######## block 1 ########
Block 1, met3 routing:
Scale bar: 50 um. Cells faint in the background.
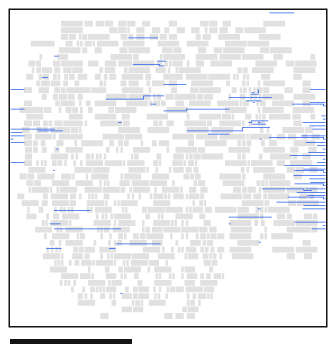

--- src/rtl/vga_pkg.sv ---
// Shared VGA definitions: default geometry, compositor modes and colour constants.
package vga_pkg;

  localparam int unsigned CW_DEF       = 4;
  localparam int unsigned XW_DEF       = 11;
  localparam int unsigned H_ACTIVE_DEF = 800;
  localparam int unsigned V_ACTIVE_DEF = 600;

  // Widest channel the colour helpers support; callers cast down to 3*CW bits.
  localparam int unsigned MAX_CW = 16;

  typedef enum logic [1:0] {
    MODE_BORDER    = 2'b00,
    MODE_PATTERN   = 2'b01,
    MODE_LAYER     = 2'b10,
    MODE_LAYER_PAT = 2'b11
  } mode_e;

  function automatic logic [3*MAX_CW-1:0] white(input int unsigned cw);
    white = '0;
    for (int i = 0; i < 3 * MAX_CW; i++) begin
      if (i < 3 * cw) white[i] = 1'b1;
    end
  endfunction

  function automatic logic [3*MAX_CW-1:0] black(input int unsigned cw);
    black = '0;
    for (int i = 0; i < 3 * MAX_CW; i++) begin
      if (i < 3 * cw) black[i] = 1'b0;
    end
  endfunction

endpackage

--- src/rtl/vga_layer_mux.sv ---
// Priority overlay select: the lowest-index layer flagged valid supplies the colour.
module vga_layer_mux
  import vga_pkg::*;
#(
  parameter int unsigned NUM_LAYERS = 2,
  parameter int unsigned CW         = CW_DEF
) (
  input  logic [NUM_LAYERS*3*CW-1:0] layer_rgb,
  input  logic [NUM_LAYERS-1:0]      layer_valid,
  output logic [3*CW-1:0]            rgb,
  output logic                       hit
);

  always_comb begin
    rgb = '0;
    hit = 1'b0;
    // Walk from the lowest priority upward so layer 0 is written last.
    for (int i = NUM_LAYERS - 1; i >= 0; i--) begin
      if (layer_valid[i]) begin
        rgb = layer_rgb[i*3*CW +: 3*CW];
        hit = 1'b1;
      end
    end
  end

endmodule

--- src/rtl/vga_layer_compositor.sv ---
// Per-pixel colour generator: synchronised mode select, animated pattern, overlay layers,
// two-stage registered pipeline from timing-generator inputs to the DAC pins.
module vga_layer_compositor
  import vga_pkg::*;
#(
  parameter int unsigned NUM_LAYERS = 2,
  parameter int unsigned CW         = CW_DEF,
  parameter int unsigned XW         = XW_DEF,
  parameter int unsigned H_ACTIVE   = H_ACTIVE_DEF,
  parameter int unsigned V_ACTIVE   = V_ACTIVE_DEF,
  parameter int unsigned BORDER     = 100
) (
  input  logic                       CLK_100MHz,
  input  logic                       RESET_N,
  input  logic [XW-1:0]              CurrentX,
  input  logic [XW-1:0]              CurrentY,
  input  logic                       VBlank,
  input  logic                       HBlank,
  input  logic [4:0]                 SWITCH,
  input  logic [NUM_LAYERS*3*CW-1:0] LAYER_RGB,
  input  logic [NUM_LAYERS-1:0]      LAYER_VALID,
  output logic [CW-1:0]              RED,
  output logic [CW-1:0]              GREEN,
  output logic [CW-1:0]              BLUE,
  output logic                       PIX_VALID,
  output logic [7:0]                 FRAME_CNT
);

  localparam logic [3*CW-1:0] WHITE   = (3*CW)'(white(CW));
  localparam logic [3*CW-1:0] BLACK   = (3*CW)'(black(CW));
  localparam logic [CW-1:0]   GREY_CH = CW'((1 << (CW - 1)) - 1);
  localparam logic [XW-1:0]   X_LO    = XW'(BORDER);
  localparam logic [XW-1:0]   X_HI    = XW'(H_ACTIVE - BORDER);
  localparam logic [XW-1:0]   Y_LO    = XW'(BORDER);
  localparam logic [XW-1:0]   Y_HI    = XW'(V_ACTIVE - BORDER);
  // Only the low 3*CW+4 product bits feed the pattern, so the multiply is kept that narrow.
  localparam int unsigned     PL      = 3 * CW + 4;

  logic [4:0]                 sw_m, sw_s;
  mode_e                      mode_q;
  logic [2:0]                 csel_q;
  logic                       vb_d;
  logic [7:0]                 frame_q;
  logic                       ready_q;
  logic [XW-1:0]              x_s1, y_s1;
  logic                       act_s1;
  logic [NUM_LAYERS*3*CW-1:0] lrgb_s1;
  logic [NUM_LAYERS-1:0]      lval_s1;
  logic [3*CW-1:0]            pat_s1;
  logic [3*CW-1:0]            rgb_q;
  logic                       valid_q;

  logic                       blank;
  logic [PL-1:0]              px, ps, prod;
  logic [3*CW-1:0]            fill, layer_rgb, col_d;
  logic                       layer_hit, border;

  assign blank = VBlank | HBlank;
  assign px    = PL'(CurrentX);
  assign ps    = PL'(CurrentY) + PL'(frame_q);
  assign prod  = px * ps;

  always_ff @(posedge CLK_100MHz or negedge RESET_N) begin
    if (!RESET_N) begin
      sw_m    <= '0;
      sw_s    <= '0;
      mode_q  <= MODE_BORDER;
      csel_q  <= '0;
      vb_d    <= 1'b0;
      frame_q <= '0;
      ready_q <= 1'b0;
    end else begin
      sw_m    <= SWITCH;
      sw_s    <= sw_m;
      vb_d    <= VBlank;
      ready_q <= 1'b1;
      if (blank) begin
        mode_q <= mode_e'(sw_s[4:3]);
        csel_q <= sw_s[2:0];
      end
      if (VBlank && !vb_d) frame_q <= frame_q + 8'd1;
    end
  end

  // Stage 1. ready_q masks the first post-reset sample so PIX_VALID stays low for two clocks.
  always_ff @(posedge CLK_100MHz or negedge RESET_N) begin
    if (!RESET_N) begin
      x_s1    <= '0;
      y_s1    <= '0;
      act_s1  <= 1'b0;
      lrgb_s1 <= '0;
      lval_s1 <= '0;
      pat_s1  <= '0;
    end else begin
      x_s1    <= CurrentX;
      y_s1    <= CurrentY;
      act_s1  <= ~blank & ready_q;
      lrgb_s1 <= LAYER_RGB;
      lval_s1 <= LAYER_VALID;
      pat_s1  <= prod[PL-1:4];
    end
  end

  vga_layer_mux #(
    .NUM_LAYERS(NUM_LAYERS),
    .CW        (CW)
  ) u_layer_mux (
    .layer_rgb  (lrgb_s1),
    .layer_valid(lval_s1),
    .rgb        (layer_rgb),
    .hit        (layer_hit)
  );

  always_comb begin
    fill = {csel_q[2] ? {CW{1'b1}} : {CW{1'b0}},
            csel_q[1] ? {CW{1'b1}} : {CW{1'b0}},
            csel_q[0] ? {CW{1'b1}} : {CW{1'b0}}};
    if (csel_q == 3'b111) fill = {3{GREY_CH}};
    border = (x_s1 < X_LO) || (x_s1 >= X_HI) || (y_s1 < Y_LO) || (y_s1 >= Y_HI);
    unique case (mode_q)
      MODE_BORDER:    col_d = border ? WHITE : fill;
      MODE_PATTERN:   col_d = pat_s1;
      MODE_LAYER:     col_d = layer_hit ? layer_rgb : fill;
      MODE_LAYER_PAT: col_d = layer_hit ? layer_rgb : pat_s1;
      default:        col_d = BLACK;
    endcase
  end

  always_ff @(posedge CLK_100MHz or negedge RESET_N) begin
    if (!RESET_N) begin
      rgb_q   <= '0;
      valid_q <= 1'b0;
    end else begin
      rgb_q   <= act_s1 ? col_d : BLACK;
      valid_q <= act_s1;
    end
  end

  assign RED       = rgb_q[3*CW-1:2*CW];
  assign GREEN     = rgb_q[2*CW-1:CW];
  assign BLUE      = rgb_q[CW-1:0];
  assign PIX_VALID = valid_q;
  assign FRAME_CNT = frame_q;

endmodule
--- config.mk ---
export PLATFORM = sky130hd
export DESIGN_NAME = vga_layer_compositor
export DESIGN_NICKNAME = d
export VERILOG_FILES = /design/src/rtl/vga_pkg.sv /design/src/rtl/vga_layer_mux.sv /design/src/rtl/vga_layer_compositor.sv
export SDC_FILE = /design/constraint.sdc
export NUM_CORES = 1
export LEC_CHECK = 0
export CAP_MARGIN = 20
export CORE_MARGIN = 2
export CORE_UTILIZATION = 43
export DETAILED_ROUTE_END_ITERATION = 6
export GPL_TIMING_DRIVEN = 0
export MAX_ROUTING_LAYER = met4
export SYNTH_ARGS = -nofsm -noshare
export SYNTH_HDL_FRONTEND = slang
export SYNTH_SLANG_ARGS = --single-unit
--- constraint.sdc ---
create_clock -name CLK_100MHz -period 8.2 [get_ports CLK_100MHz]
set_clock_uncertainty 0.15 [all_clocks]
set_input_delay 1.64 -clock CLK_100MHz [delete_from_list [all_inputs] [get_ports CLK_100MHz]]
set_output_delay 1.64 -clock CLK_100MHz [all_outputs]
set_load 0.01 [all_outputs]
######## block 2 ########
$ cat config.mk
export PLATFORM = sky130hd
export DESIGN_NAME = reaction_game_core_flat
export DESIGN_NICKNAME = d
export VERILOG_FILES = /design/src/rtl/reaction_game_if.sv /design/src/rtl/reaction_game_core.sv /design/src/flat_wrapper.sv
export SDC_FILE = /design/constraint.sdc
export NUM_CORES = 1
export LEC_CHECK = 0
export CORE_MARGIN = 4
export CORE_UTILIZATION = 30
export CTS_BUF_LIST = sky130_fd_sc_hd__clkbuf_4 sky130_fd_sc_hd__clkbuf_8
export CTS_CLUSTER_SIZE = 8
export DETAILED_ROUTE_END_ITERATION = 10
export PLACE_DENSITY = 0.45
export SLEW_MARGIN = 20
export SYNTH_ARGS = -nofsm -noshare
export SYNTH_HDL_FRONTEND = slang
export SYNTH_SLANG_ARGS = --single-unit
$ cat constraint.sdc
create_clock -name clk -period 18.35 [get_ports clk]
set_clock_uncertainty 0.1 [all_clocks]
set_input_delay 2.7525 -clock clk [delete_from_list [all_inputs] [get_ports clk]]
set_output_delay 2.7525 -clock clk [all_outputs]
set_load 0.03 [all_outputs]
$ cat src/rtl/reaction_game_if.sv
// Bundle of button inputs, random source and display outputs for the
// reaction game core. The core uses the slave modport; whoever drives the
// buttons and reads the display uses the master modport.
interface reaction_game_if #(
  parameter int NUM_W  = 14,
  parameter int LED_W  = 16,
  parameter int MODE_W = 2,
  parameter int RND_W  = 2
);
  logic              btnU;
  logic              btnD;
  logic              btnS;
  logic [NUM_W-1:0]  rand_num;
  logic [2:0]        select;
  logic [MODE_W-1:0] mode;
  logic [NUM_W-1:0]  number;
  logic [LED_W-1:0]  led;
  logic [RND_W-1:0]  round;
  logic [NUM_W-1:0]  best;

  modport master (
    output btnU, btnD, btnS, rand_num,
    input  select, mode, number, led, round, best
  );

  modport slave (
    input  btnU, btnD, btnS, rand_num,
    output select, mode, number, led, round, best
  );
endinterface

$ cat src/rtl/reaction_game_core.sv
// Multi-round reaction game: choose a mode, show a random target, count up,
// and stop as close to the target as possible. Each round's error drives the
// LED bar, a running total and the best (smallest) error of the game.
module reaction_game_core #(
  parameter int NUM_MODES  = 3,
  parameter int START_MODE = 1,
  parameter int BASE_TICKS = 100000,
  parameter int NUM_W      = 14,
  parameter int LED_W      = 16,
  parameter int LED_STEP   = 30,
  parameter int ROUNDS     = 4
) (
  input logic            clk,
  input logic            rst,
  reaction_game_if.slave bus
);

  localparam int MODE_W = $clog2(NUM_MODES);
  localparam int RND_W  = (ROUNDS > 1) ? $clog2(ROUNDS) : 1;
  localparam int TOT_W  = NUM_W + $clog2(ROUNDS + 1);
  localparam int TICK_W = $clog2(BASE_TICKS * NUM_MODES + 1);

  localparam logic [MODE_W-1:0] MODE_MAX   = MODE_W'(NUM_MODES - 1);
  localparam logic [RND_W-1:0]  LAST_ROUND = RND_W'(ROUNDS - 1);
  localparam logic [NUM_W-1:0]  NUM_MAX    = {NUM_W{1'b1}};

  typedef enum logic [2:0] {
    IDLE   = 3'd0,
    RUN    = 3'd1,
    RESULT = 3'd2,
    SHOW   = 3'd3,
    DONE   = 3'd4
  } state_t;

  state_t state;
  state_t state_next;

  logic [2:0]        btn_now;
  logic [2:0]        btn_q;
  logic [2:0]        btn_held;
  logic [2:0]        press;
  logic              up_press;
  logic              down_press;
  logic              go_press;

  logic [MODE_W-1:0] mode_r;
  logic [NUM_W-1:0]  number_r;
  logic [NUM_W-1:0]  target_r;
  logic [NUM_W-1:0]  best_r;
  logic [NUM_W-1:0]  err;
  logic [LED_W-1:0]  led_r;
  logic [RND_W-1:0]  round_r;
  logic [TOT_W-1:0]  total_r;
  logic [TICK_W-1:0] tick_r;
  logic [TICK_W-1:0] period_last;

  // A button that was already high at reset stays blocked until it is seen
  // low, so holding it through reset never counts as a press on release.
  assign btn_now    = {bus.btnU, bus.btnD, bus.btnS};
  assign press      = btn_now & ~btn_q & ~btn_held;
  assign up_press   = press[2];
  assign down_press = press[1];
  assign go_press   = press[0];

  // Accuracy bar: one LED goes dark (from the LSB) per LED_STEP of error.
  function automatic logic [LED_W-1:0] bar(input logic [NUM_W-1:0] e);
    int k;
    k = int'(e) / LED_STEP;
    if (k >= LED_W) return '0;
    return {LED_W{1'b1}} << k;
  endfunction

  // Button history used for edge detection and the post-reset block.
  always_ff @(posedge clk) begin
    if (rst) begin
      btn_q    <= '0;
      btn_held <= btn_now;
    end else begin
      btn_q    <= btn_now;
      btn_held <= btn_held & btn_now;
    end
  end

  // Last tick of the current mode's counter period, and the round's error.
  always_comb begin
    period_last = TICK_W'(BASE_TICKS * (NUM_MODES - int'(mode_r)) - 1);
    if (number_r >= target_r) err = number_r - target_r;
    else                      err = target_r - number_r;
  end

  // State register.
  always_ff @(posedge clk) begin
    if (rst) state <= IDLE;
    else     state <= state_next;
  end

  // Next-state logic: every transition is triggered by a start/stop press.
  always_comb begin
    state_next = state;
    if (go_press) begin
      case (state)
        IDLE:    state_next = SHOW;
        SHOW:    state_next = RUN;
        RUN:     state_next = RESULT;
        RESULT:  state_next = (round_r == LAST_ROUND) ? DONE : SHOW;
        DONE:    state_next = IDLE;
        default: state_next = IDLE;
      endcase
    end
  end

  // State code seen by the display driver.
  always_comb begin
    bus.select = state;
  end

  // Game datapath: mode, counter, scoring and display registers.
  always_ff @(posedge clk) begin
    if (rst) begin
      mode_r   <= MODE_W'(START_MODE);
      number_r <= '0;
      target_r <= '0;
      best_r   <= NUM_MAX;
      led_r    <= '0;
      round_r  <= '0;
      total_r  <= '0;
      tick_r   <= '0;
    end else begin
      case (state)
        IDLE: begin
          if (up_press && !down_press && mode_r != MODE_MAX)
            mode_r <= mode_r + MODE_W'(1);
          else if (down_press && !up_press && mode_r != '0)
            mode_r <= mode_r - MODE_W'(1);
          if (go_press) begin
            target_r <= bus.rand_num;
            number_r <= bus.rand_num;
            round_r  <= '0;
            total_r  <= '0;
            best_r   <= NUM_MAX;
            led_r    <= '0;
          end
        end
        SHOW: begin
          if (go_press) begin
            number_r <= '0;
            tick_r   <= '0;
          end
        end
        RUN: begin
          if (go_press) begin
            number_r <= err;
            total_r  <= total_r + TOT_W'(err);
            best_r   <= (err < best_r) ? err : best_r;
            led_r    <= bar(err);
          end else if (tick_r == period_last) begin
            tick_r <= '0;
            if (number_r != NUM_MAX) number_r <= number_r + NUM_W'(1);
          end else begin
            tick_r <= tick_r + TICK_W'(1);
          end
        end
        RESULT: begin
          if (go_press) begin
            if (round_r == LAST_ROUND) begin
              number_r <= (total_r > TOT_W'(NUM_MAX)) ? NUM_MAX : total_r[NUM_W-1:0];
              led_r    <= bar(best_r);
            end else begin
              round_r  <= round_r + RND_W'(1);
              target_r <= bus.rand_num;
              number_r <= bus.rand_num;
              led_r    <= '0;
            end
          end
        end
        DONE: begin
          if (go_press) begin
            number_r <= '0;
            led_r    <= '0;
            round_r  <= '0;
          end
        end
        default: ;
      endcase
    end
  end

  assign bus.mode   = mode_r;
  assign bus.number = number_r;
  assign bus.led    = led_r;
  assign bus.round  = round_r;
  assign bus.best   = best_r;

endmodule

$ cat src/flat_wrapper.sv
// flat-port wrapper written by rule: the top's interface ports become plain ports
module reaction_game_core_flat 
#(
  parameter int NUM_MODES  = 3,
  parameter int START_MODE = 1,
  parameter int BASE_TICKS = 100000,
  parameter int NUM_W      = 14,
  parameter int LED_W      = 16,
  parameter int LED_STEP   = 30,
  parameter int ROUNDS     = 4
)
  (clk, rst, bus_btnU, bus_btnD, bus_btnS, bus_rand_num, bus_select, bus_mode, bus_number, bus_led, bus_round, bus_best);
  reaction_game_if #(.NUM_W(NUM_W), .LED_W(LED_W), .MODE_W((2)), .RND_W((1))) bus_i ();
  input logic clk;
  input logic rst;
  input wire logic [$bits(bus_i.btnU)-1:0] bus_btnU;
  input wire logic [$bits(bus_i.btnD)-1:0] bus_btnD;
  input wire logic [$bits(bus_i.btnS)-1:0] bus_btnS;
  input wire logic [$bits(bus_i.rand_num)-1:0] bus_rand_num;
  output wire logic [$bits(bus_i.select)-1:0] bus_select;
  output wire logic [$bits(bus_i.mode)-1:0] bus_mode;
  output wire logic [$bits(bus_i.number)-1:0] bus_number;
  output wire logic [$bits(bus_i.led)-1:0] bus_led;
  output wire logic [$bits(bus_i.round)-1:0] bus_round;
  output wire logic [$bits(bus_i.best)-1:0] bus_best;
  assign bus_i.btnU = bus_btnU;
  assign bus_i.btnD = bus_btnD;
  assign bus_i.btnS = bus_btnS;
  assign bus_i.rand_num = bus_rand_num;
  assign bus_select = bus_i.select;
  assign bus_mode = bus_i.mode;
  assign bus_number = bus_i.number;
  assign bus_led = bus_i.led;
  assign bus_round = bus_i.round;
  assign bus_best = bus_i.best;
  reaction_game_core #(.NUM_MODES(NUM_MODES), .START_MODE(START_MODE), .BASE_TICKS(BASE_TICKS), .NUM_W(NUM_W), .LED_W(LED_W), .LED_STEP(LED_STEP), .ROUNDS(ROUNDS)) u_core (.clk(clk), .rst(rst), .bus(bus_i));
endmodule
######## block 3 ########
**config.mk**
```make
export PLATFORM = sky130hd
export DESIGN_NAME = led_fade
export DESIGN_NICKNAME = d
export VERILOG_FILES = /design/src/rtl/led_pkg.sv /design/src/rtl/led_pwm_ch.sv /design/src/rtl/led_fade.sv
export SDC_FILE = /design/constraint.sdc
export NUM_CORES = 1
export LEC_CHECK = 0
export ABC_CLOCK_PERIOD_IN_PS = 6800
export CAP_MARGIN = 20
export CORE_UTILIZATION = 45
export CTS_CLUSTER_SIZE = 30
export DETAILED_ROUTE_END_ITERATION = 8
export GPL_TIMING_DRIVEN = 0
export PLACE_DENSITY = 0.63
export SYNTH_ARGS = -nofsm -noshare
export SYNTH_HDL_FRONTEND = slang
export SYNTH_HIERARCHICAL = 1
export SYNTH_SLANG_ARGS = --single-unit
```
**constraint.sdc**
```tcl
create_clock -name sys_clk -period 6.8 [get_ports sys_clk]
set_input_delay 1.02 -clock sys_clk [delete_from_list [all_inputs] [get_ports sys_clk]]
set_output_delay 1.02 -clock sys_clk [all_outputs]
set_load 0.01 [all_outputs]
```
**src/rtl/led_pkg.sv**
```systemverilog
// Shared constants and helpers for the trailing-fade LED driver.
package led_pkg;

  localparam int LED_NUM = 4;
  localparam int DUTY_W  = 8;

  localparam logic [DUTY_W-1:0]  DUTY_FULL = 8'hFF;
  // LEDs are active-low, so all-ones means every LED is dark.
  localparam logic [LED_NUM-1:0] LED_OFF   = 4'b1111;

  // Saturating decrement: a duty never wraps below zero.
  function automatic logic [DUTY_W-1:0] duty_decay(
    input logic [DUTY_W-1:0] duty,
    input logic [DUTY_W-1:0] step
  );
    return (duty > step) ? (duty - step) : '0;
  endfunction

endpackage

```
**src/rtl/led_pwm_ch.sv**
```systemverilog
// One LED channel: duty register with priority update, PWM compare, output flop.
module led_pwm_ch
  import led_pkg::*;
#(
  parameter logic [DUTY_W-1:0] DECAY_STEP = 8'd1
) (
  input  logic              sys_clk,
  input  logic              sys_rst_n,
  input  logic              ch_active,
  input  logic              en,
  input  logic              fade_tick,
  input  logic [DUTY_W-1:0] pwm_cnt,
  output logic              led_out
);

  logic [DUTY_W-1:0] duty;
  logic              lit;

  // Full duty is forced lit so an active LED never shows a one-count gap.
  assign lit = (duty == DUTY_FULL) || (pwm_cnt < duty);

  // Duty update: reactivation wins over everything, including a same-cycle tick.
  always_ff @(posedge sys_clk or negedge sys_rst_n) begin
    if (!sys_rst_n) begin
      duty <= '0;
    end else if (ch_active) begin
      duty <= DUTY_FULL;
    end else if (!en) begin
      duty <= '0;
    end else if (fade_tick) begin
      duty <= duty_decay(duty, DECAY_STEP);
    end
  end

  // Registered active-low output.
  always_ff @(posedge sys_clk or negedge sys_rst_n) begin
    if (!sys_rst_n) begin
      led_out <= 1'b1;
    end else begin
      led_out <= ~lit;
    end
  end

endmodule

```
**src/rtl/led_fade.sv**
```systemverilog
// Trailing-fade LED driver: input registers, shared PWM and fade-tick counters,
// one led_pwm_ch per LED.
module led_fade
  import led_pkg::*;
#(
  parameter logic [23:0]       FADE_TICK_MAX = 24'd195311,
  parameter logic [DUTY_W-1:0] DECAY_STEP    = 8'd1
) (
  input  logic               sys_clk,
  input  logic               sys_rst_n,
  input  logic [LED_NUM-1:0] led_in,
  input  logic               fade_en,
  output logic [LED_NUM-1:0] led_out
);

  logic [LED_NUM-1:0] in_reg;
  logic               en_reg;
  logic [DUTY_W-1:0]  pwm_cnt;
  logic [23:0]        tick_cnt;
  logic               fade_tick;

  // Register the upstream pattern and enable once; same clock domain.
  always_ff @(posedge sys_clk or negedge sys_rst_n) begin
    if (!sys_rst_n) begin
      in_reg <= LED_OFF;
      en_reg <= 1'b0;
    end else begin
      in_reg <= led_in;
      en_reg <= fade_en;
    end
  end

  // Free-running 256-cycle PWM frame counter.
  always_ff @(posedge sys_clk or negedge sys_rst_n) begin
    if (!sys_rst_n) begin
      pwm_cnt <= '0;
    end else begin
      pwm_cnt <= pwm_cnt + 8'd1;
    end
  end

  // Fade tick period counter, wraps after FADE_TICK_MAX.
  always_ff @(posedge sys_clk or negedge sys_rst_n) begin
    if (!sys_rst_n) begin
      tick_cnt <= '0;
    end else if (tick_cnt == FADE_TICK_MAX) begin
      tick_cnt <= '0;
    end else begin
      tick_cnt <= tick_cnt + 24'd1;
    end
  end

  assign fade_tick = (tick_cnt == FADE_TICK_MAX);

  for (genvar i = 0; i < LED_NUM; i++) begin : gen_ch
    led_pwm_ch #(
      .DECAY_STEP(DECAY_STEP)
    ) u_ch (
      .sys_clk  (sys_clk),
      .sys_rst_n(sys_rst_n),
      .ch_active(~in_reg[i]),
      .en       (en_reg),
      .fade_tick(fade_tick),
      .pwm_cnt  (pwm_cnt),
      .led_out  (led_out[i])
    );
  end

endmodule
```
######## block 4 ########
[src/rtl/bus_arbiter_rr_if.sv]
// bus_arbiter_rr_if: request/select/grant signals between the two masters, the arbiter and the bus mux
interface bus_arbiter_rr_if;
   logic       m1_request;
   logic       m2_request;
   logic       m1_slave_sel;
   logic       m2_slave_sel;
   logic       trans_done;
   logic       m1_grant;
   logic       m2_grant;
   logic       arbiter_busy;
   logic       bus_busy;
   logic [1:0] bus_grant;
   logic [1:0] slave_sel;
   logic       sel_error;
   logic       timeout;
   modport master (
      output m1_request, m2_request, m1_slave_sel, m2_slave_sel, trans_done,
      input  m1_grant, m2_grant, arbiter_busy, bus_busy, bus_grant, slave_sel, sel_error, timeout
   );
   modport slave (
      input  m1_request, m2_request, m1_slave_sel, m2_slave_sel, trans_done,
      output m1_grant, m2_grant, arbiter_busy, bus_busy, bus_grant, slave_sel, sel_error, timeout
   );
endinterface

[src/rtl/bus_arbiter_rr.sv]
// bus_arbiter_rr: round-robin 2-master arbiter with serial slave select; ARB_TIMEOUT_EN adds a BUSY watchdog
module bus_arbiter_rr #(
   parameter bit PRIO_INIT      = 1'b0,
   parameter int TIMEOUT_CYCLES = 1024,
   parameter int TMR_W          = 11
) (
   input logic             sys_clk,
   input logic             sys_rst,
   bus_arbiter_rr_if.slave bus
);
   typedef enum logic [1:0] {IDLE, SEL_MSB, SEL_LSB, BUSY} state_t;
   state_t     state_q, state_d;
   logic       owner_q, owner_d;
   logic       last_q, last_d;
   logic       msb_q, msb_d;
   logic [1:0] sel_q, sel_d;
   logic       sel_error_q, sel_error_d;
   logic       timeout_q, timeout_d;
   logic       m1_grant_q, m2_grant_q, arb_busy_q, bus_busy_q;
   logic [1:0] bus_grant_q;
   logic       req_own, sel_own, expire;
   if (TIMEOUT_CYCLES < 2 || (TIMEOUT_CYCLES >> TMR_W) != 0) begin : g_bad_cfg
      $error("bus_arbiter_rr: TIMEOUT_CYCLES must be >= 2 and below 2**TMR_W");
   end
   assign req_own = owner_q ? bus.m2_request : bus.m1_request;
   assign sel_own = owner_q ? bus.m2_slave_sel : bus.m1_slave_sel;
`ifdef ARB_TIMEOUT_EN
   logic [TMR_W-1:0] tmr_q, tmr_d;
   assign tmr_d  = (state_q == BUSY) ? tmr_q + 1'b1 : '0;
   assign expire = (state_q == BUSY) && (tmr_q == TMR_W'(TIMEOUT_CYCLES - 1));
   // watchdog counts BUSY cycles and sits at zero everywhere else
   always_ff @(posedge sys_clk or negedge sys_rst) begin
      if (!sys_rst) tmr_q <= '0;
      else          tmr_q <= tmr_d;
   end
`else
   assign expire = 1'b0;
`endif
   // next-state: owner is 0 for m1 / 1 for m2, last_q records who was served last
   always_comb begin
      state_d     = state_q;
      owner_d     = owner_q;
      last_d      = last_q;
      msb_d       = msb_q;
      sel_d       = sel_q;
      sel_error_d = 1'b0;
      timeout_d   = 1'b0;
      case (state_q)
         IDLE:
            if (bus.m1_request || bus.m2_request) begin
               state_d = SEL_MSB;
               owner_d = (bus.m1_request && bus.m2_request) ? ~last_q : bus.m2_request;
            end
         SEL_MSB:
            if (!req_own) state_d = IDLE;
            else begin
               state_d = SEL_LSB;
               msb_d   = sel_own;
            end
         SEL_LSB:
            if (!req_own) state_d = IDLE;
            else if (msb_q && sel_own) begin
               state_d     = IDLE;
               sel_error_d = 1'b1;
            end else begin
               state_d = BUSY;
               sel_d   = {msb_q, sel_own};
            end
         BUSY:
            if (bus.trans_done || expire) begin
               state_d   = IDLE;
               last_d    = owner_q;
               sel_d     = 2'b00;
               timeout_d = !bus.trans_done;
            end
         default: state_d = IDLE;
      endcase
   end
   // state and registered outputs decoded from the next state
   always_ff @(posedge sys_clk or negedge sys_rst) begin
      if (!sys_rst) begin
         state_q     <= IDLE;
         owner_q     <= 1'b0;
         last_q      <= ~PRIO_INIT;
         msb_q       <= 1'b0;
         sel_q       <= 2'b00;
         sel_error_q <= 1'b0;
         timeout_q   <= 1'b0;
         m1_grant_q  <= 1'b0;
         m2_grant_q  <= 1'b0;
         arb_busy_q  <= 1'b0;
         bus_busy_q  <= 1'b0;
         bus_grant_q <= 2'b00;
      end else begin
         state_q     <= state_d;
         owner_q     <= owner_d;
         last_q      <= last_d;
         msb_q       <= msb_d;
         sel_q       <= sel_d;
         sel_error_q <= sel_error_d;
         timeout_q   <= timeout_d;
         m1_grant_q  <= (state_d != IDLE) && !owner_d;
         m2_grant_q  <= (state_d != IDLE) && owner_d;
         arb_busy_q  <= (state_d == SEL_MSB) || (state_d == SEL_LSB);
         bus_busy_q  <= state_d == BUSY;
         bus_grant_q <= (state_d == BUSY) ? (owner_d ? 2'b10 : 2'b01) : 2'b00;
      end
   end
   assign bus.m1_grant     = m1_grant_q;
   assign bus.m2_grant     = m2_grant_q;
   assign bus.arbiter_busy = arb_busy_q;
   assign bus.bus_busy     = bus_busy_q;
   assign bus.bus_grant    = bus_grant_q;
   assign bus.slave_sel    = sel_q;
   assign bus.sel_error    = sel_error_q;
   assign bus.timeout      = timeout_q;
endmodule
[src/flat_wrapper.sv]
// flat-port wrapper written by rule: the top's interface ports become plain ports
module bus_arbiter_rr_flat 
#(
   parameter bit PRIO_INIT      = 1'b0,
   parameter int TIMEOUT_CYCLES = 1024,
   parameter int TMR_W          = 11
)
  (sys_clk, sys_rst, bus_m1_request, bus_m2_request, bus_m1_slave_sel, bus_m2_slave_sel, bus_trans_done, bus_m1_grant, bus_m2_grant, bus_arbiter_busy, bus_bus_busy, bus_bus_grant, bus_slave_sel, bus_sel_error, bus_timeout);
  bus_arbiter_rr_if bus_i ();
  input logic sys_clk;
  input logic sys_rst;
  input wire logic [$bits(bus_i.m1_request)-1:0] bus_m1_request;
  input wire logic [$bits(bus_i.m2_request)-1:0] bus_m2_request;
  input wire logic [$bits(bus_i.m1_slave_sel)-1:0] bus_m1_slave_sel;
  input wire logic [$bits(bus_i.m2_slave_sel)-1:0] bus_m2_slave_sel;
  input wire logic [$bits(bus_i.trans_done)-1:0] bus_trans_done;
  output wire logic [$bits(bus_i.m1_grant)-1:0] bus_m1_grant;
  output wire logic [$bits(bus_i.m2_grant)-1:0] bus_m2_grant;
  output wire logic [$bits(bus_i.arbiter_busy)-1:0] bus_arbiter_busy;
  output wire logic [$bits(bus_i.bus_busy)-1:0] bus_bus_busy;
  output wire logic [$bits(bus_i.bus_grant)-1:0] bus_bus_grant;
  output wire logic [$bits(bus_i.slave_sel)-1:0] bus_slave_sel;
  output wire logic [$bits(bus_i.sel_error)-1:0] bus_sel_error;
  output wire logic [$bits(bus_i.timeout)-1:0] bus_timeout;
  assign bus_i.m1_request = bus_m1_request;
  assign bus_i.m2_request = bus_m2_request;
  assign bus_i.m1_slave_sel = bus_m1_slave_sel;
  assign bus_i.m2_slave_sel = bus_m2_slave_sel;
  assign bus_i.trans_done = bus_trans_done;
  assign bus_m1_grant = bus_i.m1_grant;
  assign bus_m2_grant = bus_i.m2_grant;
  assign bus_arbiter_busy = bus_i.arbiter_busy;
  assign bus_bus_busy = bus_i.bus_busy;
  assign bus_bus_grant = bus_i.bus_grant;
  assign bus_slave_sel = bus_i.slave_sel;
  assign bus_sel_error = bus_i.sel_error;
  assign bus_timeout = bus_i.timeout;
  bus_arbiter_rr #(.PRIO_INIT(PRIO_INIT), .TIMEOUT_CYCLES(TIMEOUT_CYCLES), .TMR_W(TMR_W)) u_core (.sys_clk(sys_clk), .sys_rst(sys_rst), .bus(bus_i));
endmodule
[config.mk]
export PLATFORM = sky130hd
export DESIGN_NAME = bus_arbiter_rr_flat
export DESIGN_NICKNAME = d
export VERILOG_FILES = /design/src/rtl/bus_arbiter_rr_if.sv /design/src/rtl/bus_arbiter_rr.sv /design/src/flat_wrapper.sv
export SDC_FILE = /design/constraint.sdc
export NUM_CORES = 1
export LEC_CHECK = 0
export CORE_AREA = 3 3 40 42
export CTS_BUF_LIST = sky130_fd_sc_hd__clkbuf_8
export DETAILED_ROUTE_END_ITERATION = 8
export DIE_AREA = 0 0 43 45
export PLACE_DENSITY = 0.77
export RECOVER_POWER = 100
export SLEW_MARGIN = 40
export SYNTH_ARGS = -nofsm -noshare
export SYNTH_HDL_FRONTEND = slang
export SYNTH_SLANG_ARGS = --single-unit
export TNS_END_PERCENT = 30
[constraint.sdc]
create_clock -name sys_clk -period 2.8 [get_ports sys_clk]
set_input_delay 0.56 -clock sys_clk [delete_from_list [all_inputs] [get_ports sys_clk]]
set_output_delay 0.56 -clock sys_clk [all_outputs]
set_load 0.01 [all_outputs]
Block 3, signal wires on met1:
Scale bar: 20 um.
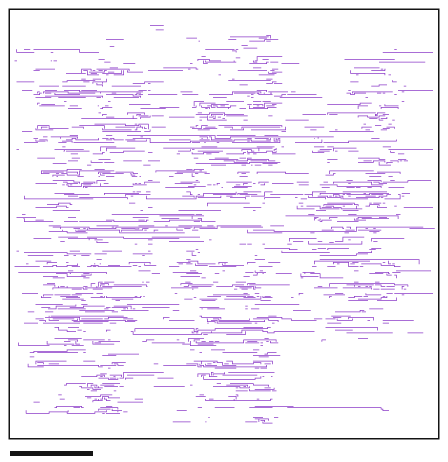
nets with wire on the layer: 492
longest straight run: 27.1 um
wire length on this layer: 4340 um

==> reports/metrics.yaml, block 3 <==
period_used_pct: 41.9
n_fill_cell: 915
worstSetupPathType: "reg -> reg"
place_congestion: 0.832
tap-cell-count: 133
area_growth_pct: 10.4
nets: 528
ios: 11
cts_setup_buffers: 0
crit_arrival_ns: 3.07
synthMuxAreaShare_pct: 0
fin_tns_setup_ns: 0
critPathLaunch: "tick_cnt[16]$_DFF_PN0_"
max-slew-margin-rel_pct: 36.4
critPathCaptureType: "flip-flop"
largest_class: "combinational gates"
top_logic_kind: "simple AND/OR/NAND/NOR gates"
crit_path_start_kind: "flip-flop"
critPathSlowestCell: "or4b_1"
grt_first_pass_wirelength_mm: 15.9
fp.dieW_um: 103
crit_path_max_incr_delay_ns: 0.52
die_y_um: 103
synth_area_um2: 4610
buffer_area_share_pct: 5.24
synthArstFlopShare_pct: 100
yosysWarnings: 6
antenna_left: 0
cap_violations: 0
outcome: "complete, no violations"
top_area_cell: "dfrtp_1"
layout.cells.most_common: "dfrtp_1"
n_all_inverters: 45
maxUsedRoutingLayer: "met4"
regArea_um2: 1840
synth_cell_type_count: 43
[block 3: stage by stage]
| stage | setup WS [ns] | std cells | cell area, um2 |
|---|---|---|---|
| after global routing | 3.81 | 617 | 5090 |
| after CTS | 3.92 | 617 | 5090 |
| after detailed placement | 3.95 | 601 | 4900 |
| after floorplan | 4.24 | 457 | 4610 |
| final | 3.95 | 617 | 5090 |
| after global placement | 2.04 | 600 | 4870 |
[block 3: worst paths after layout]
| kind | end | slack (ns) | depth (start not counted) |
|---|---|---|---|
| min | tick_cnt[23]$_DFF_PN0_ | 0.48 | 1 |
| min reg2reg | tick_cnt[23]$_DFF_PN0_ | 0.48 | 1 |
| min in group asynchronous | gen_ch[2].u_ch/duty[5]$_DFFE_PN0P_ | 0.59 | 1 |
| max reg2reg | gen_ch[0].u_ch/duty[6]$_DFFE_PN0P_ | 3.95 | 7 |
| max in group asynchronous | in_reg[1]$_DFF_PN1_ | 5.60 | 2 |
| max | gen_ch[0].u_ch/duty[6]$_DFFE_PN0P_ | 3.95 | 7 |
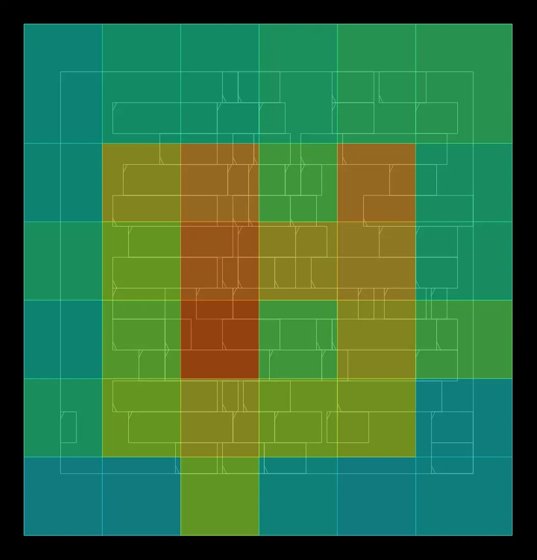
Block 4: track usage over the die
GR Util met2: 22.5%
Avg WL per Cell: 13.8 um
Layout Utilization: 63.5%

==> reports/metrics.yaml, block 4 <==
place_hpwl_um: 812
rows: 13
groute.layer.met3.usage_pct: 4.78
place_area_um2: 772
grt_start_max_net_pins: 15
r2r_end: "u_core.bus.arbiter_busy$_DFF_PN0_"
drtIter0Drc: 9
wl_met3_um: 62
cts.sinks: 14
tightest_slew_ns: 0.591
finalMaxSlewViolations: 0
wl_met1_um: 467
critPathLaunch: "bus_m1_request"
hold_buffers: 0
fa_ha_area_share_pct: 6.15
synth_flops: 14
fp.dieW_um: 43
max_freq_mhz: 468
ios: 17
outcome: "complete, no violations"
cts_setup_buffers: 0
maxUsedRoutingLayer: "met4"
warnings: 28
ys_area_um2: 611
root_buffer: "clkbuf_8"
rsz0062_at_grt: "no"
grt_overflow_total: 0
max-slew-margin-rel_pct: 60.5
crit_end: "u_core.bus.bus_grant[1]$_DFF_PN0_"
timing.rr.start: "u_core.owner_q$_DFF_PN0_"
clk_latency_ns: 0.24
drc: 0
vias: 459
detail_route.wirelength_mm: 1.13
fp_nets: 59
critPathCaptureType: "flip-flop"
place_congestion: 0.701
yosysWarnings: 0
drive_above_1_share_pct: 10.4
final_cell_area_um2: 816
cts_resized: 0
use_met1_pct: 14.4
cp_max_fo: 5
clock_skew_ns: 0.00569
## block 4: cell type report
cell class / count / area [um2]
fillers: 104 / 469
clock inverters: 1 / 3.75
well taps: 15 / 18.8
flip-flops and latches: 14 / 352
multi-input cells: 33 / 246
inverters: 1 / 3.75
clock buffers: 3 / 41.3
repair buffers: 15 / 150
## block 4: synthesized netlist by cell type
master	number	area share, %
dfrtp_1	13	53
ha_1	3	6.1
nand2_1	3	1.8
nor2_1	3	1.8
nor2b_1	3	3.1
a21oi_1	2	1.6
a32oi_1	2	2.9
and2_1	2	2.0
mux2_2	2	3.7
mux2i_1	2	3.3
o221a_2	2	3.7
o221ai_1	2	2.9
a32o_2	1	1.8
buf_4	1	1.2
conb_1	1	0.61
dfstp_2	1	4.3
inv_1	1	0.61
nand3_1	1	0.82
nand3b_1	1	1.2
nor3_1	1	0.82
o21ai_0	1	0.82
or3b_1	1	1.4
## block 4: worst max-delay path: cells and delay by family
kind,cells,cell delay (ns)
buffers and inverters,1,0.58
multiplexers,1,0.36
AND/OR/NAND/NOR,2,0.31
adder cells (fa/ha/maj),1,0.25
AND-OR/OR-AND,1,0.20
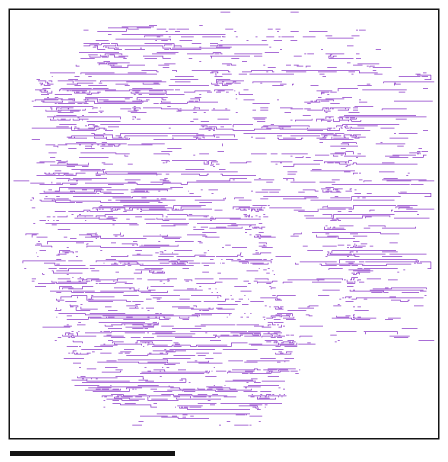
Block 1: signal wires on met1
Scale bar: 50 um.
longest straight run: 40.0 um
main direction: horizontal

Block 1, signal wires on met4:
Scale bar: 50 um.
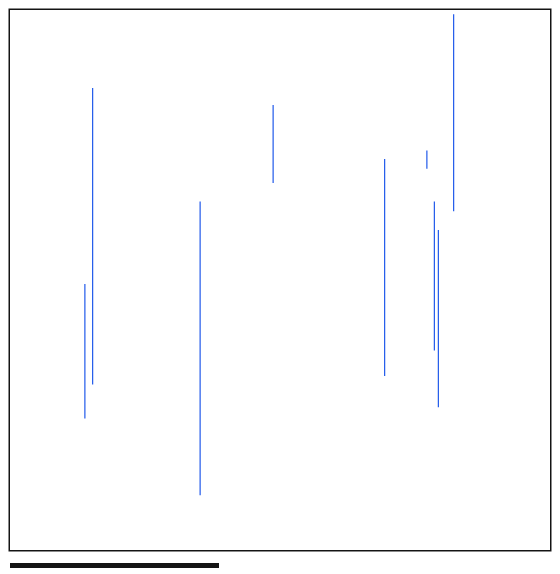
longest straight run: 70.7 um
wire length on this layer: 371 um
main direction: vertical
nets with wire on the layer: 8

Notes on 'met3 routing' of block 1 above:
wire length on this layer: 659 um
main direction: horizontal
share of all routed wire: 4.3%
nets with wire on the layer: 64

==> reports/metrics.yaml, block 1 <==
max_freq_mhz: 125
reg.largest.list: "lrgb_s1: 24 flops, pat_s1: 12 flops, rgb_q: 12 flops"
final_hold_viol_count: 0
cap_violations: 0
fp.dieW_um: 129
outcome: "complete, no violations"
drive_above_1_share_pct: 7.93
setup_ws_ns: 0.222
worstPathCellList: "clkdlybuf4s50_1 -> ha_2 -> inv_1 -> fa_2 -> buf_4 -> xnor2_2 -> clkbuf_2 -> nand2_1 -> fa_1 -> fa_1 -> fa_1 -> fa_1 -> fa_1 -> inv_1 -> ha_1 -> a21o_1 -> a21oi_2 -> a21boi_0 -> o21a_1 -> o22ai_2 -> xnor2_1 -> xnor3_1"
ys_sh_xor_pct: 5.06
fp_nets: 825
layout.cells.most_common: "inv_1"
die_y_um: 129
fa_ha_area_share_pct: 28.8
wl_per_cell_um: 15.9
clkCellAreaFrac_pct: 3.56
synth_area_um2: 6760
nets: 923
area_growth_pct: 23.4
critPathLaunch: "CurrentY[0]"
ys_area_um2: 6760
fin_crit_ns: 7.98
max-slew-margin-rel_pct: 58.1
yosysWarnings: 0
crit_arrival_ns: 8.02
n_all_inverters: 106
die_area_um2: 16700
antenna_found_initial: 0
syn_inst: 655
ys_seq_share_pct: 35.2
cts.sinks: 95
required_ns: 8.24
root_buffer: "clkbuf_16"
ctsHtreeMaxLevel: 3
synth_cell_type_count: 52
critPathCaptureType: "flip-flop"
cpLargestDelayFamily: "adder cells"
hold_path.startpoint: "sw_m[2]$_DFF_PN0_"
clk_latency_ns: 0.34
cts_tree: "built"
synthMuxAreaShare_pct: 0.982
sh_seq_area_pct: 28.5
grt_start_max_net_pins: 78
core_util_floorplan_pct: 44.3
ys_cells: 655
block 1: path summary, 6_finish.rpt:
path | end | slack [ns] | depth (start not counted)
min in group asynchronous | lrgb_s1[4]$_DFF_PN0_ | 1.03 | 1
max in group asynchronous | x_s1[10]$_DFF_PN0_ | 6.23 | 2
worst max-delay path | pat_s1[11]$_DFF_PN0_ | 0.22 | 22
worst max register to register | pat_s1[11]$_DFF_PN0_ | 1.53 | 23
worst min register to register | sw_s[2]$_DFF_PN0_ | 0.20 | 0
worst min-delay path | sw_s[2]$_DFF_PN0_ | 0.20 | 0
block 1: metrics by stage:
stage	hold WS, ns	util (%)
final	0.196	54.6
after global routing	0.209	54.6
after CTS	0.196	53.4
after detailed placement	0.185	51.3
after global placement	0.183	51.1
after floorplan	0.181	-
block 1: layer usage:
layer	up-vias	wire, um	global-route usage (%)
met5	-	0	-
met4	0	371	6.52
met3	24	658	3.30
met2	99	7410	32.3
met1	2421	6920	26.0
li1	2287	-	-
Block 2, signal wires on met4:
Scale bar: 50 um.
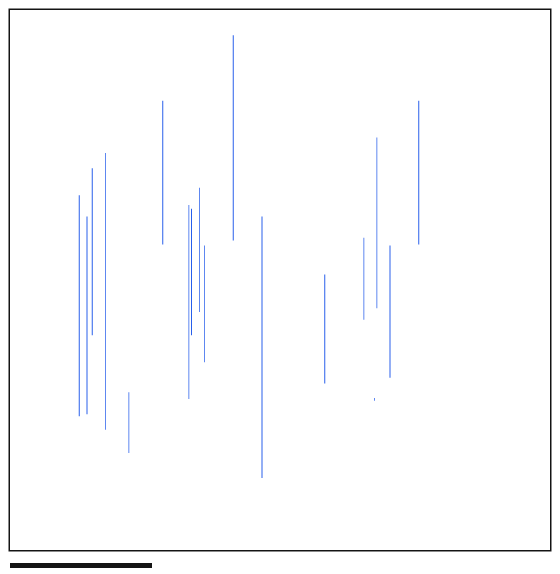
share of all routed wire: 2.7%
main direction: vertical
wire length on this layer: 958 um

==> reports/metrics.yaml, block 2 <==
outcome: "complete, no violations"
required_ns: 18.54
antenna_cells: 0
avgViaCountPerCell: 5.59
top_logic_kind: "AND-OR/OR-AND gates"
r2r_end: "u_core.bus.led[6]$_SDFFE_PP0P_"
regArea_um2: 2140
core_util_floorplan_pct: 30.5
cap_violations: 0
synth_flops: 107
netlist.area_leader.share_pct: 21.5
stdcell_count: 1817
place_ws_ns: 9.16
grt_overflow_total: 0
max-slew-margin-rel_pct: 28.6
grt_first_pass_wirelength_mm: 55.9
final_cell_area_um2: 11200
critPathBufInv: 3
io_buffers: 68
place_congestion: 0.863
[block 2: per-layer routing]
| metal | global-route usage, % | vias up |
|---|---|---|
| met4 | 6.27 | 2 |
| met2 | 31.6 | 213 |
| met5 | 0 | - |
| li1 | - | 5018 |
| met1 | 25.9 | 4877 |
| met3 | 3.04 | 42 |
[block 2: state kept, by name, indices dropped and copies added (netlist names)]
register / flops
u_core.bus.select: 3
u_core.tick_r: 19
u_core.total_r: 17
u_core.target_r: 14
u_core.bus.mode: 2
u_core.round_r: 2
u_core.btn_q: 3
u_core.bus.led: 16
u_core.bus.number: 14
u_core.bus.best: 14
u_core.btn_held: 3
[block 2: cell type report]
cell class / instances / area share [%]
Sequential cell: 107 / 19.1
Clock buffer: 11 / 1.35
Multi-Input combinational cell: 1091 / 64.5
Timing Repair Buffer: 84 / 7.08
Clock inverter: 5 / 0.568
Tap cell: 442 / 4.92
Inverter: 77 / 2.57
[block 2: stage by stage]
stage	utilization, %	hold WS, ns
detailed placement	33.8	0.347
global placement	33.8	0.345
floorplan	-	0.336
CTS	34.5	0.363
finish	34.5	0.360
global route	34.5	0.406

==> screenshots <==
Metal 2.
panel A
Scale bar: 50 um. Cells faint in the background.
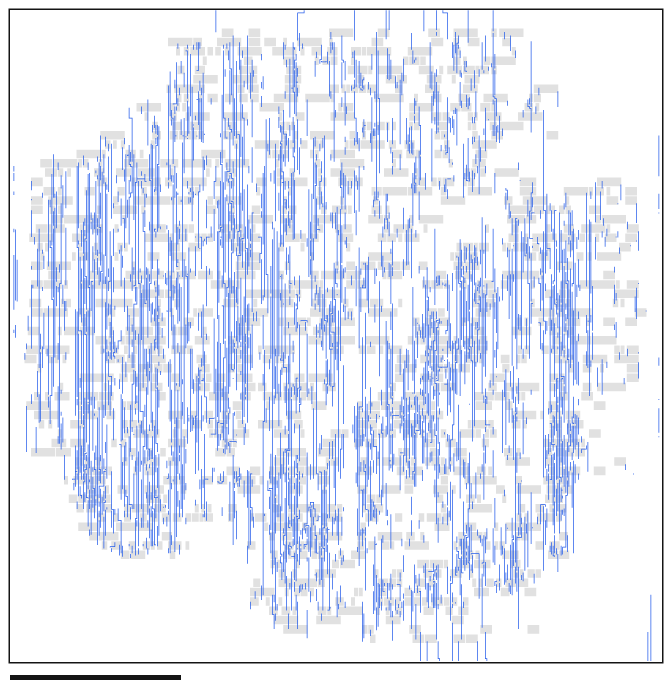
panel B
Scale bar: 20 um. Cells faint in the background.
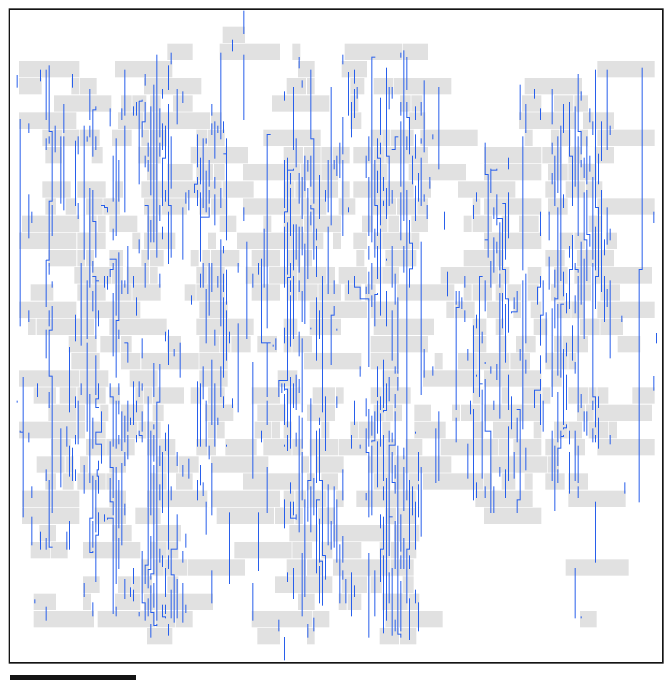
panel C
Scale bar: 50 um. Cells faint in the background.
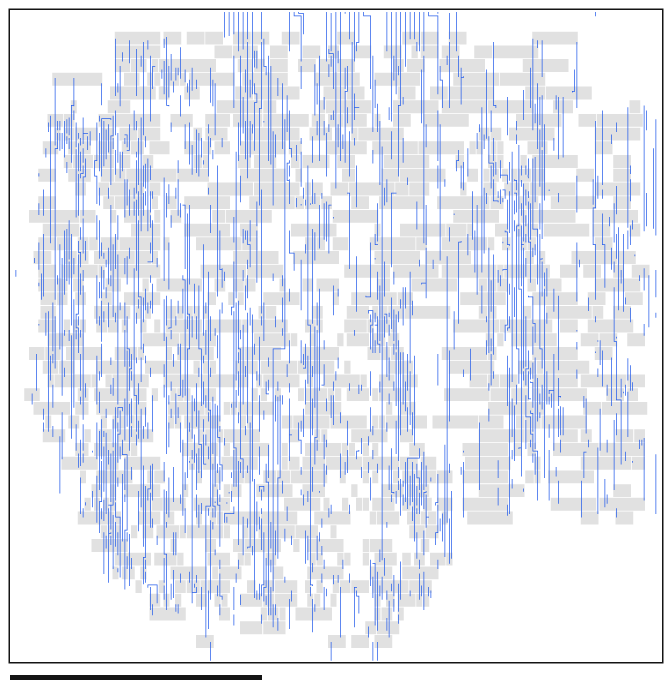
panel D
Scale bar: 10 um. Cells faint in the background.
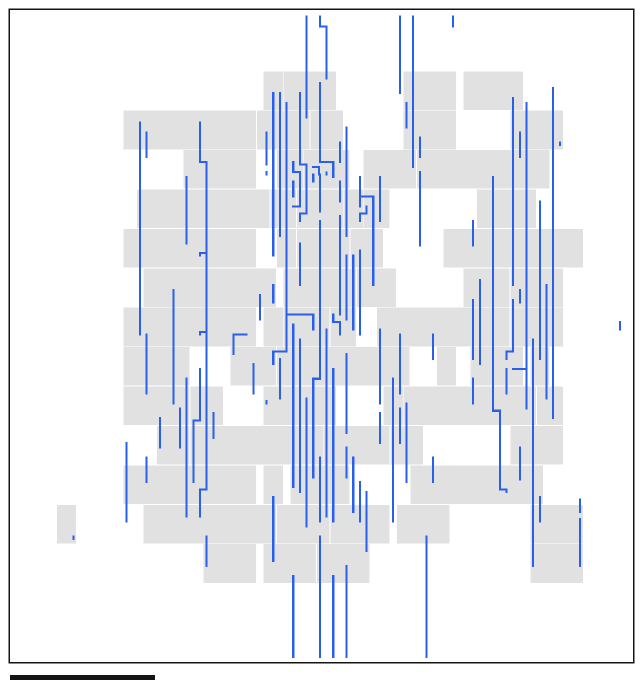
- smallest die: panel D
panel D -> block 4
panel B -> block 3
panel A -> block 2
panel C -> block 1

Key to panel C:
wire length on this layer: 7410 um
nets with wire on the layer: 781
longest straight run: 81.9 um
share of all routed wire: 48%
main direction: vertical



==> screenshots <==
Track usage over the die.
image #1
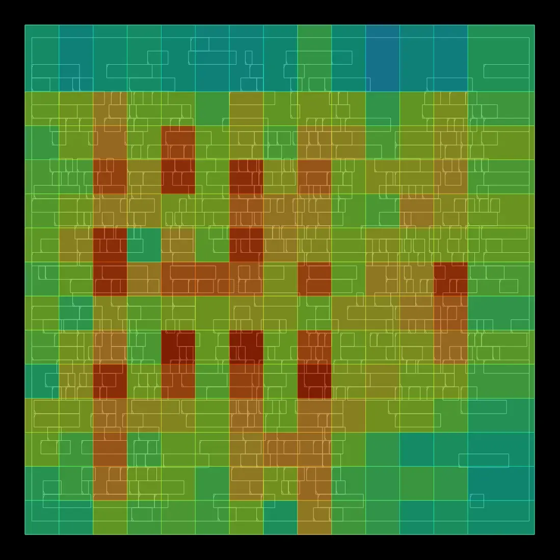
image #2
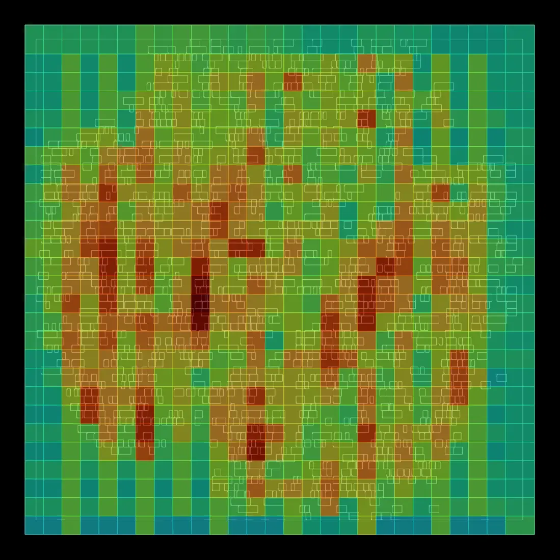
image #3
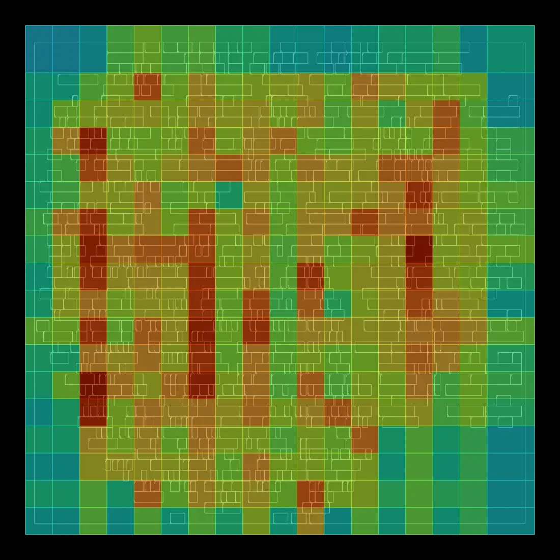
Of these, most wire per cell: image #2
Of these, lowest utilization: image #2
image #1 -> block 3
image #2 -> block 2
image #3 -> block 1


==> layout pictures side by side <==
Met3 routing.
picture 1
Scale bar: 20 um. Cells faint in the background.
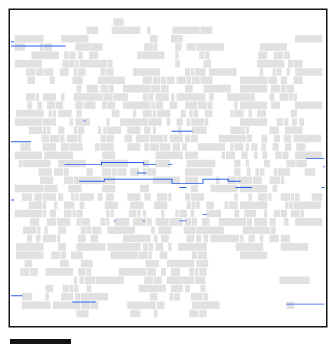
picture 2
Scale bar: 10 um. Cells faint in the background.
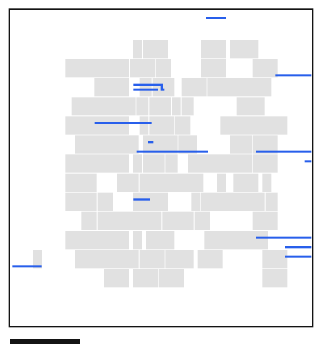
picture 3
Scale bar: 50 um. Cells faint in the background.
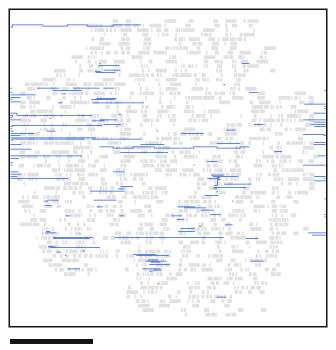
block 4: picture 2
block 3: picture 1
block 2: picture 3
- smallest die: picture 2

Key to picture 1:
wire length on this layer: 164 um
longest straight run: 22.1 um
main direction: horizontal
share of all routed wire: 1.8%
nets with wire on the layer: 14

